==================== matrix_multiplier_v3
### A small window of the routed layout, matrix_multiplier_v3

Region (255, 66) to (285, 96) um. Cells in gray, sequential cells in the stronger gray; small squares are vias.
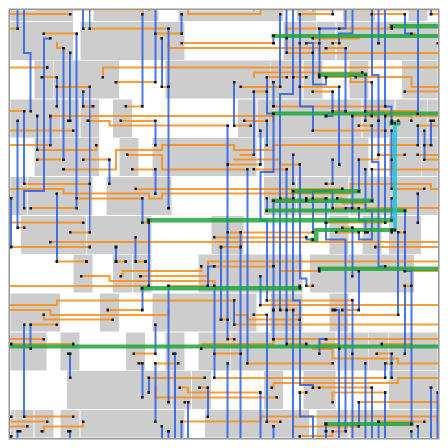

--- src/rtl/matrix_multiplier_v3.sv ---
// matrix_multiplier_v3: pipelined signed fixed-point Z = X * Y over external synchronous RAMs
// Ports: clk, rst (async, active-high), start; x_rows/y_cols/x_cols_y_rows dims; x_base/y_base/z_base
// row-major base addresses; x_data/y_data signed RAM read data; x_addr/y_addr/z_addr registered
// addresses; z_data registered result, z_wen write strobe; busy, done.
// Optional MM_SATURATE_EN: clamp results to DATA_WIDTH and add sticky sat_flag output.
module matrix_multiplier_v3 #(
  parameter int ADDR_WIDTH  = 32,
  parameter int DATA_WIDTH  = 32,
  parameter int ACC_WIDTH   = 64,
  parameter int RAM_LATENCY = 1,
  parameter int FRAC_BITS   = 0
) (
  input  logic                         clk,
  input  logic                         rst,
  input  logic                         start,
  input  logic [ADDR_WIDTH-1:0]        x_rows,
  input  logic [ADDR_WIDTH-1:0]        y_cols,
  input  logic [ADDR_WIDTH-1:0]        x_cols_y_rows,
  input  logic [ADDR_WIDTH-1:0]        x_base,
  input  logic [ADDR_WIDTH-1:0]        y_base,
  input  logic [ADDR_WIDTH-1:0]        z_base,
  input  logic signed [DATA_WIDTH-1:0] x_data,
  input  logic signed [DATA_WIDTH-1:0] y_data,
  output logic [ADDR_WIDTH-1:0]        x_addr,
  output logic [ADDR_WIDTH-1:0]        y_addr,
  output logic [ADDR_WIDTH-1:0]        z_addr,
  output logic [DATA_WIDTH-1:0]        z_data,
  output logic                         z_wen,
  output logic                         busy,
  output logic                         done
`ifdef MM_SATURATE_EN
  , output logic                       sat_flag
`endif
);
  typedef enum logic [2:0] {IDLE, ISSUE, DRAIN, WRITE, DONE} state_t;
  state_t state_q, state_d;
  logic [ADDR_WIDTH-1:0] rows_q, cols_q, inner_q, ybase_q, x_row, y_col, r, c, cnt, last_k;
  logic [RAM_LATENCY-1:0] vp;
  logic signed [ACC_WIDTH-1:0] xs, ys, acc, acc_nx;
  logic [DATA_WIDTH-1:0] z_nx;
  logic issue, last_el, last_c;
  assign last_k  = inner_q == '0 ? '0 : inner_q - 1'b1;
  assign last_c  = c == cols_q - 1'b1;
  assign last_el = last_c && r == rows_q - 1'b1;
  assign issue   = state_q == ISSUE && inner_q != '0;
  assign xs      = ACC_WIDTH'(x_data);
  assign ys      = ACC_WIDTH'(y_data);
  // Products arrive RAM_LATENCY cycles after their issue, tracked by the valid pipe.
  assign acc_nx  = vp[RAM_LATENCY-1] ? acc + xs * ys : acc;
`ifdef MM_SATURATE_EN
  localparam logic signed [ACC_WIDTH-1:0] SAT_MAX = {{(ACC_WIDTH-DATA_WIDTH+1){1'b0}}, {(DATA_WIDTH-1){1'b1}}};
  localparam logic signed [ACC_WIDTH-1:0] SAT_MIN = ~SAT_MAX;
  logic signed [ACC_WIDTH-1:0] shifted;
  logic sat_hi, sat_lo;
  assign shifted = acc_nx >>> FRAC_BITS;
  assign sat_hi  = shifted > SAT_MAX;
  assign sat_lo  = shifted < SAT_MIN;
  assign z_nx    = sat_hi ? SAT_MAX[DATA_WIDTH-1:0] : sat_lo ? SAT_MIN[DATA_WIDTH-1:0] : shifted[DATA_WIDTH-1:0];
`else
  assign z_nx    = DATA_WIDTH'(acc_nx >>> FRAC_BITS);
`endif
  always_ff @(posedge clk or posedge rst)
    if (rst) state_q <= IDLE;
    else state_q <= state_d;
  always_comb begin
    state_d = state_q;
    case (state_q)
      IDLE:    if (start) state_d = (x_rows == '0 || y_cols == '0) ? DONE : ISSUE;
      ISSUE:   if (cnt == last_k) state_d = DRAIN;
      DRAIN:   if (cnt == ADDR_WIDTH'(RAM_LATENCY - 1)) state_d = WRITE;
      WRITE:   state_d = last_el ? DONE : ISSUE;
      default: state_d = IDLE;
    endcase
  end
  always_comb begin
    busy  = state_q != IDLE;
    done  = state_q == DONE;
    z_wen = state_q == WRITE;
  end
  always_ff @(posedge clk or posedge rst) begin
    if (rst) begin
      rows_q  <= '0;
      cols_q  <= '0;
      inner_q <= '0;
      ybase_q <= '0;
      x_row   <= '0;
      y_col   <= '0;
      r       <= '0;
      c       <= '0;
      cnt     <= '0;
      vp      <= '0;
      acc     <= '0;
      x_addr  <= '0;
      y_addr  <= '0;
      z_addr  <= '0;
      z_data  <= '0;
`ifdef MM_SATURATE_EN
      sat_flag <= 1'b0;
`endif
    end else begin
      cnt <= state_d != state_q ? '0 : cnt + 1'b1;
      vp  <= (vp << 1) | RAM_LATENCY'(issue);
      acc <= (state_q == ISSUE && cnt == '0) ? '0 : acc_nx;
      if (state_q == IDLE && start) begin
        rows_q  <= x_rows;
        cols_q  <= y_cols;
        inner_q <= x_cols_y_rows;
        ybase_q <= y_base;
        x_row   <= x_base;
        y_col   <= y_base;
        r       <= '0;
        c       <= '0;
        x_addr  <= x_base;
        y_addr  <= y_base;
        z_addr  <= z_base;
`ifdef MM_SATURATE_EN
        sat_flag <= 1'b0;
`endif
      end
      if (state_q == ISSUE) begin
        x_addr <= x_addr + 1'b1;
        y_addr <= y_addr + cols_q;
      end
      if (state_q == DRAIN && state_d == WRITE) begin
        z_data <= z_nx;
`ifdef MM_SATURATE_EN
        sat_flag <= sat_flag | sat_hi | sat_lo;
`endif
      end
      // Next element start addresses come from running row/column bases, not multiplies.
      if (state_q == WRITE && !last_el) begin
        z_addr <= z_addr + 1'b1;
        c      <= last_c ? '0 : c + 1'b1;
        r      <= last_c ? r + 1'b1 : r;
        x_row  <= last_c ? x_row + inner_q : x_row;
        y_col  <= last_c ? ybase_q : y_col + 1'b1;
        x_addr <= last_c ? x_row + inner_q : x_row;
        y_addr <= last_c ? ybase_q : y_col + 1'b1;
      end
    end
  end
endmodule
--- config.mk ---
export PLATFORM = sky130hd
export DESIGN_NAME = matrix_multiplier_v3
export DESIGN_NICKNAME = d
export VERILOG_FILES = /design/src/rtl/matrix_multiplier_v3.sv
export SDC_FILE = /design/constraint.sdc
export NUM_CORES = 2
export LEC_CHECK = 0
export ABC_CLOCK_PERIOD_IN_PS = 25600
export CORE_ASPECT_RATIO = 0.9
export CORE_MARGIN = 5
export CORE_UTILIZATION = 42
export DETAILED_ROUTE_END_ITERATION = 10
export PLACE_DENSITY_LB_ADDON = 0.3
export REMOVE_ABC_BUFFERS = 1
export SLEW_MARGIN = 20
export SYNTH_ARGS = -nofsm -noshare
export SYNTH_HDL_FRONTEND = slang
export SYNTH_SLANG_ARGS = --single-unit
--- constraint.sdc ---
create_clock -name clk -period 25.6 [get_ports clk]
set_input_delay 7.68 -clock clk [delete_from_list [all_inputs] [get_ports clk]]
set_output_delay 7.68 -clock clk [all_outputs]
set_load 0.02 [all_outputs]
==================== mult_div_unit_flat
[config.mk]
export PLATFORM = sky130hd
export DESIGN_NAME = mult_div_unit_flat
export DESIGN_NICKNAME = d
export VERILOG_FILES = /design/src/rtl/mult_div_unit_pkg.sv /design/src/rtl/mult_div_unit_if.sv /design/src/rtl/mult_div_unit_sign_fix.sv /design/src/rtl/mult_div_unit.sv /design/src/flat_wrapper.sv
export SDC_FILE = /design/constraint.sdc
export NUM_CORES = 1
export LEC_CHECK = 0
export ABC_AREA = 1
export CORE_ASPECT_RATIO = 1.75
export CORE_MARGIN = 4
export CORE_UTILIZATION = 35
export DETAILED_ROUTE_END_ITERATION = 12
export PLACE_DENSITY_LB_ADDON = 0.05
export SYNTH_ARGS = -nofsm -noshare
export SYNTH_HDL_FRONTEND = slang
export SYNTH_SLANG_ARGS = --single-unit
[constraint.sdc]
create_clock -name clk -period 7.05 [get_ports clk]
set_input_delay 0.705 -clock clk [delete_from_list [all_inputs] [get_ports clk]]
set_output_delay 0.705 -clock clk [all_outputs]
set_load 0.01 [all_outputs]
[src/rtl/mult_div_unit_pkg.sv]
// -----------------------------------------------------------------------------
// mult_div_unit_pkg
// Shared definitions for the iterative multiply/divide unit. It holds the
// operation codes, the FSM state encodings, the zero word used at reset, and
// small decode helpers for the op field.
// -----------------------------------------------------------------------------
package mult_div_unit_pkg;

  // Operation codes as they arrive on the op port.
  typedef enum logic [1:0] {
    OP_MULT  = 2'b00,
    OP_MULTU = 2'b01,
    OP_DIV   = 2'b10,
    OP_DIVU  = 2'b11
  } md_op_e;

  typedef enum logic [1:0] {
    MD_IDLE = 2'd0,
    MD_CALC = 2'd1,
    MD_FIX  = 2'd2
  } md_state_e;

  localparam logic [31:0] WORD_ZERO = 32'h0000_0000;

  // MULT and DIV (op[0] == 0) are the two's-complement variants.
  function automatic logic is_signed_op(input logic [1:0] op);
    return ~op[0];
  endfunction

  // DIV and DIVU (op[1] == 1) are the divide variants.
  function automatic logic is_div_op(input logic [1:0] op);
    return op[1];
  endfunction

endpackage

[src/rtl/mult_div_unit_if.sv]
// -----------------------------------------------------------------------------
// mult_div_unit_if
// Request/result bundle between the pipeline controller (master) and the
// multiply/divide unit (slave).
//   start, op, operand_a, operand_b : request, driven by the master
//   busy, done, div_by_zero, hi, lo : status and result, driven by the unit
// -----------------------------------------------------------------------------
interface mult_div_unit_if #(
  parameter int WIDTH = 32
);
  logic             start;
  logic [1:0]       op;
  logic [WIDTH-1:0] operand_a;
  logic [WIDTH-1:0] operand_b;
  logic             busy;
  logic             done;
  logic             div_by_zero;
  logic [WIDTH-1:0] hi;
  logic [WIDTH-1:0] lo;

  modport master (
    output start, op, operand_a, operand_b,
    input  busy, done, div_by_zero, hi, lo
  );

  modport slave (
    input  start, op, operand_a, operand_b,
    output busy, done, div_by_zero, hi, lo
  );
endinterface

[src/rtl/mult_div_unit_sign_fix.sv]
// -----------------------------------------------------------------------------
// md_sign_fix
// Combinational conditional two's-complement negate. It is used to take
// operand magnitudes at load time and to restore result signs in FIX.
//   i_val : value in
//   i_neg : 1 = negate
//   o_val : i_neg ? -i_val : i_val
// -----------------------------------------------------------------------------
module md_sign_fix #(
  parameter int WIDTH = 32
) (
  input  logic [WIDTH-1:0] i_val,
  input  logic             i_neg,
  output logic [WIDTH-1:0] o_val
);
  assign o_val = i_neg ? (~i_val + WIDTH'(1)) : i_val;
endmodule

[src/rtl/mult_div_unit.sv]
// -----------------------------------------------------------------------------
// mult_div_unit
// Iterative MULT/MULTU/DIV/DIVU unit that writes HI/LO. The unit takes one
// shift-add step or one restoring shift-subtract step per cycle, for WIDTH
// cycles. A final FIX cycle restores the signs and commits hi/lo.
//   clk   : system clock
//   rst_n : asynchronous active-low reset
//   bus   : mult_div_unit_if.slave, which carries the request
//           (start/op/operand_a/operand_b) and the status/result
//           (busy/done/div_by_zero/hi/lo)
// -----------------------------------------------------------------------------
module mult_div_unit
  import mult_div_unit_pkg::*;
#(
  parameter int WIDTH = 32
) (
  input  logic               clk,
  input  logic               rst_n,
  mult_div_unit_if.slave     bus
);

  localparam int CW = $clog2(WIDTH + 1);

  md_state_e        r_state;
  logic [CW-1:0]    r_cnt;
  logic             r_is_div;
  logic             r_neg_res;   // quotient / product is negative
  logic             r_neg_rem;   // remainder follows the dividend's sign
  logic             r_dbz_pend;
  logic [WIDTH-1:0] r_acc;       // product high half / partial remainder
  logic [WIDTH-1:0] r_work;      // multiplier-then-product-low / dividend-then-quotient
  logic [WIDTH-1:0] r_b;         // multiplicand / divisor magnitude
  logic             r_busy;
  logic             r_done;
  logic             r_dbz;
  logic [WIDTH-1:0] r_hi;
  logic [WIDTH-1:0] r_lo;

  logic             w_a_neg;
  logic             w_b_neg;
  logic             w_div_zero;
  logic [WIDTH-1:0] w_a_mag;
  logic [WIDTH-1:0] w_b_mag;
  logic [WIDTH:0]   w_sum;
  logic [WIDTH:0]   w_shift;
  logic [WIDTH:0]   w_diff;
  logic [2*WIDTH-1:0] w_prod_fix;
  logic [WIDTH-1:0] w_quo_fix;
  logic [WIDTH-1:0] w_rem_fix;

  assign w_a_neg    = is_signed_op(bus.op) & bus.operand_a[WIDTH-1];
  assign w_b_neg    = is_signed_op(bus.op) & bus.operand_b[WIDTH-1];
  assign w_div_zero = is_div_op(bus.op) && (bus.operand_b == '0);

  md_sign_fix #(.WIDTH(WIDTH)) u_mag_a (.i_val(bus.operand_a), .i_neg(w_a_neg), .o_val(w_a_mag));
  md_sign_fix #(.WIDTH(WIDTH)) u_mag_b (.i_val(bus.operand_b), .i_neg(w_b_neg), .o_val(w_b_mag));

  // The multiply step adds the multiplicand into the high half. The extra
  // bit keeps the carry, which shifts down into the MSB.
  assign w_sum   = {1'b0, r_acc} + {1'b0, r_b};
  // The divide step brings the next dividend bit into the partial remainder
  // and does a trial subtract. The remainder stays below the divisor, so
  // w_diff[WIDTH] is set exactly when the trial subtract borrows.
  assign w_shift = {r_acc, r_work[WIDTH-1]};
  assign w_diff  = w_shift - {1'b0, r_b};

  md_sign_fix #(.WIDTH(2*WIDTH)) u_fix_prod (.i_val({r_acc, r_work}), .i_neg(r_neg_res), .o_val(w_prod_fix));
  md_sign_fix #(.WIDTH(WIDTH))   u_fix_quo  (.i_val(r_work), .i_neg(r_neg_res), .o_val(w_quo_fix));
  md_sign_fix #(.WIDTH(WIDTH))   u_fix_rem  (.i_val(r_acc),  .i_neg(r_neg_rem), .o_val(w_rem_fix));

  always_ff @(posedge clk or negedge rst_n) begin
    if (!rst_n) begin
      // NOTE: working registers are reset along with the outputs so that a
      // reset mid-operation leaves no stale state behind.
      r_state    <= MD_IDLE;
      r_cnt      <= '0;
      r_is_div   <= 1'b0;
      r_neg_res  <= 1'b0;
      r_neg_rem  <= 1'b0;
      r_dbz_pend <= 1'b0;
      r_acc      <= '0;
      r_work     <= '0;
      r_b        <= '0;
      r_busy     <= 1'b0;
      r_done     <= 1'b0;
      r_dbz      <= 1'b0;
      r_hi       <= WIDTH'(WORD_ZERO);
      r_lo       <= WIDTH'(WORD_ZERO);
    end else begin
      // NOTE: non-blocking everywhere, so every right-hand side reads the
      // value from before the edge, whatever the statement order.
      r_done <= 1'b0;
      unique case (r_state)
        MD_IDLE: begin
          if (bus.start) begin
            r_is_div   <= is_div_op(bus.op);
            r_neg_res  <= w_a_neg ^ w_b_neg;
            r_neg_rem  <= w_a_neg;
            r_dbz_pend <= w_div_zero;
            r_acc      <= '0;
            r_work     <= w_a_mag;
            r_b        <= w_b_mag;
            r_cnt      <= CW'(WIDTH);
            r_busy     <= 1'b1;
            r_dbz      <= 1'b0;
            r_state    <= w_div_zero ? MD_FIX : MD_CALC;
          end
        end
        MD_CALC: begin
          if (r_is_div) begin
            if (!w_diff[WIDTH]) begin
              r_acc  <= w_diff[WIDTH-1:0];
              r_work <= {r_work[WIDTH-2:0], 1'b1};
            end else begin
              r_acc  <= w_shift[WIDTH-1:0];
              r_work <= {r_work[WIDTH-2:0], 1'b0};
            end
          end else if (r_work[0]) begin
            r_acc  <= w_sum[WIDTH:1];
            r_work <= {w_sum[0], r_work[WIDTH-1:1]};
          end else begin
            r_acc  <= {1'b0, r_acc[WIDTH-1:1]};
            r_work <= {r_acc[0], r_work[WIDTH-1:1]};
          end
          r_cnt <= r_cnt - CW'(1);
          if (r_cnt == CW'(1)) r_state <= MD_FIX;
        end
        MD_FIX: begin
          // A divide by zero leaves hi/lo exactly as they were.
          if (!r_dbz_pend) begin
            if (r_is_div) begin
              r_hi <= w_rem_fix;
              r_lo <= w_quo_fix;
            end else begin
              {r_hi, r_lo} <= w_prod_fix;
            end
          end
          r_dbz   <= r_dbz_pend;
          r_done  <= 1'b1;
          r_busy  <= 1'b0;
          r_state <= MD_IDLE;
        end
        default: r_state <= MD_IDLE;
      endcase
    end
  end

  assign bus.busy        = r_busy;
  assign bus.done        = r_done;
  assign bus.div_by_zero = r_dbz;
  assign bus.hi          = r_hi;
  assign bus.lo          = r_lo;

endmodule

[src/flat_wrapper.sv]
// flat-port wrapper written by rule: the top's interface ports become plain ports
module mult_div_unit_flat import mult_div_unit_pkg::*;
#(
  parameter int WIDTH = 32
)
  (clk, rst_n, bus_start, bus_op, bus_operand_a, bus_operand_b, bus_busy, bus_done, bus_div_by_zero, bus_hi, bus_lo);
  mult_div_unit_if #(.WIDTH(WIDTH)) bus_i ();
  input  logic clk;
  input  logic rst_n;
  input wire logic [$bits(bus_i.start)-1:0] bus_start;
  input wire logic [$bits(bus_i.op)-1:0] bus_op;
  input wire logic [$bits(bus_i.operand_a)-1:0] bus_operand_a;
  input wire logic [$bits(bus_i.operand_b)-1:0] bus_operand_b;
  output wire logic [$bits(bus_i.busy)-1:0] bus_busy;
  output wire logic [$bits(bus_i.done)-1:0] bus_done;
  output wire logic [$bits(bus_i.div_by_zero)-1:0] bus_div_by_zero;
  output wire logic [$bits(bus_i.hi)-1:0] bus_hi;
  output wire logic [$bits(bus_i.lo)-1:0] bus_lo;
  assign bus_i.start = bus_start;
  assign bus_i.op = bus_op;
  assign bus_i.operand_a = bus_operand_a;
  assign bus_i.operand_b = bus_operand_b;
  assign bus_busy = bus_i.busy;
  assign bus_done = bus_i.done;
  assign bus_div_by_zero = bus_i.div_by_zero;
  assign bus_hi = bus_i.hi;
  assign bus_lo = bus_i.lo;
  mult_div_unit #(.WIDTH(WIDTH)) u_core (.clk(clk), .rst_n(rst_n), .bus(bus_i));
endmodule
### The metal 2 layer, matrix_multiplier_v3

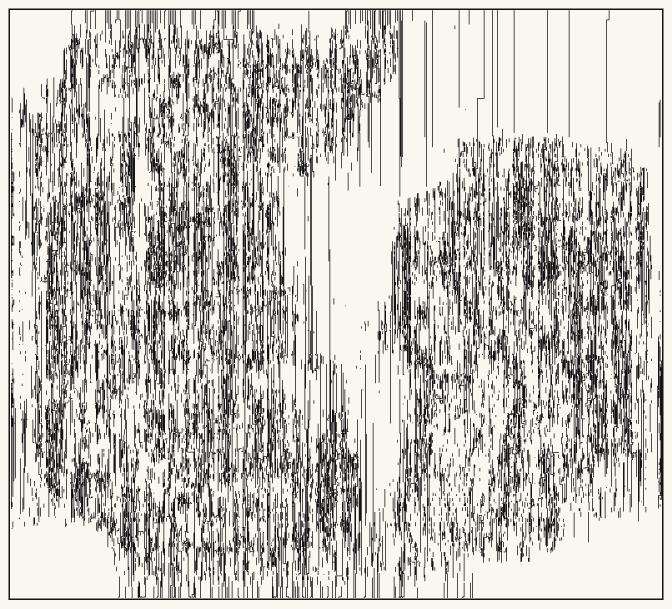
longest straight run: 109 um
nets with wire on the layer: 5473
wire length on this layer: 66.8 mm
routed wire length: 153 mm
routed vias: 40500

Notes on 'A small window of the routed layout' of matrix_multiplier_v3 above:
| layer | color |
|---|---|
| met3 | green |
| met2 | blue |
| met4 | cyan |
| met1 | orange |
sequential cells in the window: 0
cells with their middle in the window: 66
most frequent: inv_1 (26), fa_1 (16), and2_1 (14)

==> GITHUB_STEP_SUMMARY, matrix_multiplier_v3 <==
## Synthesis and layout report

| Metric | Value |
|---|---|
| DR pass1 iterations | 5 |
| Metal-1 WL | 67.4 mm |
| Commonest cells post-synth | nand2_1 (817), inv_1 (615), dfrtp_1 (452) |
| Nets | between 6000 and 7000 |
| Launching element type of the critical path | input port |
| Final Cell Area | between 50000 and 60000 um^2 |
| Status | complete, no violations |
| Vias per cell | between 5 and 6 |
| Mapped Area | 46200 um^2 |
| Layout clock buffers | between 70 and 80 |
| Post_cts resized | 0 |
| XOR-XNOR Cells, Area Fraction | 0.0587 |
| Worst slack, placed | about 9.6 ns |
| # IOs | 390 |
| Routed length per instance | between 20 and 25 um |
| Basic Gates by Area | 0.222 |
| ANT nets after route | 0 |
[matrix_multiplier_v3: through the flow]
stage	utilization	std cells
4_1_cts	0.487	7127
5_1_grt	0.487	7128
6_report	0.487	7133
2_1_floorplan	-	5132
3_5_place_dp	0.469	7025
3_3_place_gp	0.469	7025
### The metal 2 layer, mult_div_unit_flat

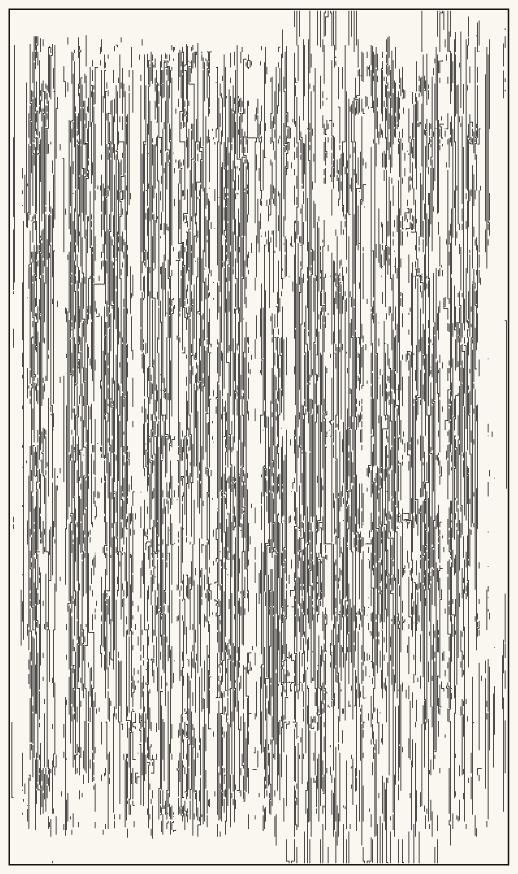
share of all routed wire: 55%
nets with wire on the layer: 2440
longest straight run: 148 um
wire length on this layer: 44.2 mm
routed wire length: 79.9 mm
routed vias: 19000
GRT met2 Usage: 0.588

==> GITHUB_STEP_SUMMARY, mult_div_unit_flat <==
## Synthesis and layout report

| Metric | Value |
|---|---|
| Status | complete, no violations |
| Setup CP Type | flop to flop |
| Most frequent cell after synthesis | nand2_1 |
| Grt peak-use layer | met2 |
| Instance tally after logic synthesis | roughly 2900 |
| Most frequent cells in the layout | nand2_1 (961), inv_1 (376), nor2_1 (277), nand3_1 (238), a21oi_1 (194) |
| Port-buffer cells | 135 |
| Delay of the slowest critical-path stage | roughly 0.47 ns |
| Syn_nets | about 3000 |
| Bufs w/o clock | around 160 |
| Logic share of the area | 0.556 |
| Commonest cells post-synth | nand2_1 (961), inv_1 (377), nor2_1 (281) |
| Slowest cell on crit path | dfrtp_1 |
| R2r startpoint | u_core.r_work[31] |
| Die H | 302 um |
| Top logic family | simple AND/OR/NAND/NOR gates |
| Final Max Slew Viols | 0 |
| Iter 0 DRT Violations | 1192 |
| Comb_multi_in | 2237 |
| Basic Gates by Area | 0.414 |
| Met3 WL | approximately 2.2 mm |
| Vias per cell | about 5.2 |
| Htree depth | 4 |
| WP depth | 17 |
| Yosys stat chip area | between 15000 and 20000 um^2 |
[mult_div_unit_flat: registers in the layout (all words and copies together) (netlist names), 2 cells and up]
register,cells
u_core.r_acc,32
u_core.bus.hi,32
u_core.r_work,32
u_core.r_cnt,6
u_core.r_b,32
u_core.bus.lo,32
u_core.r_state,2


==> layout pictures side by side <==
Clock distribution.
Plate I
Scale bar: 50 um.
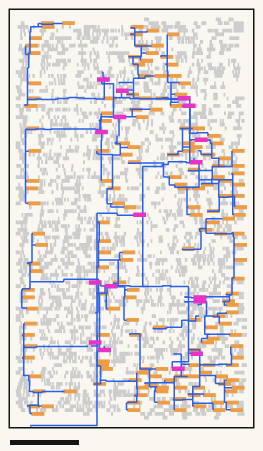
Plate II
Scale bar: 100 um.
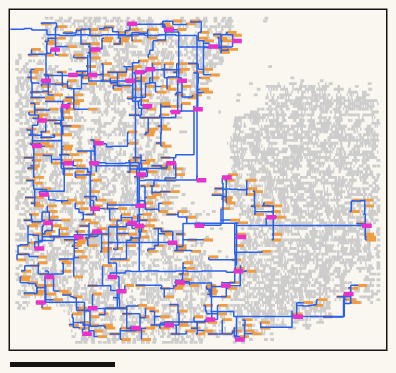
- largest die: Plate II
matrix_multiplier_v3: Plate II
mult_div_unit_flat: Plate I

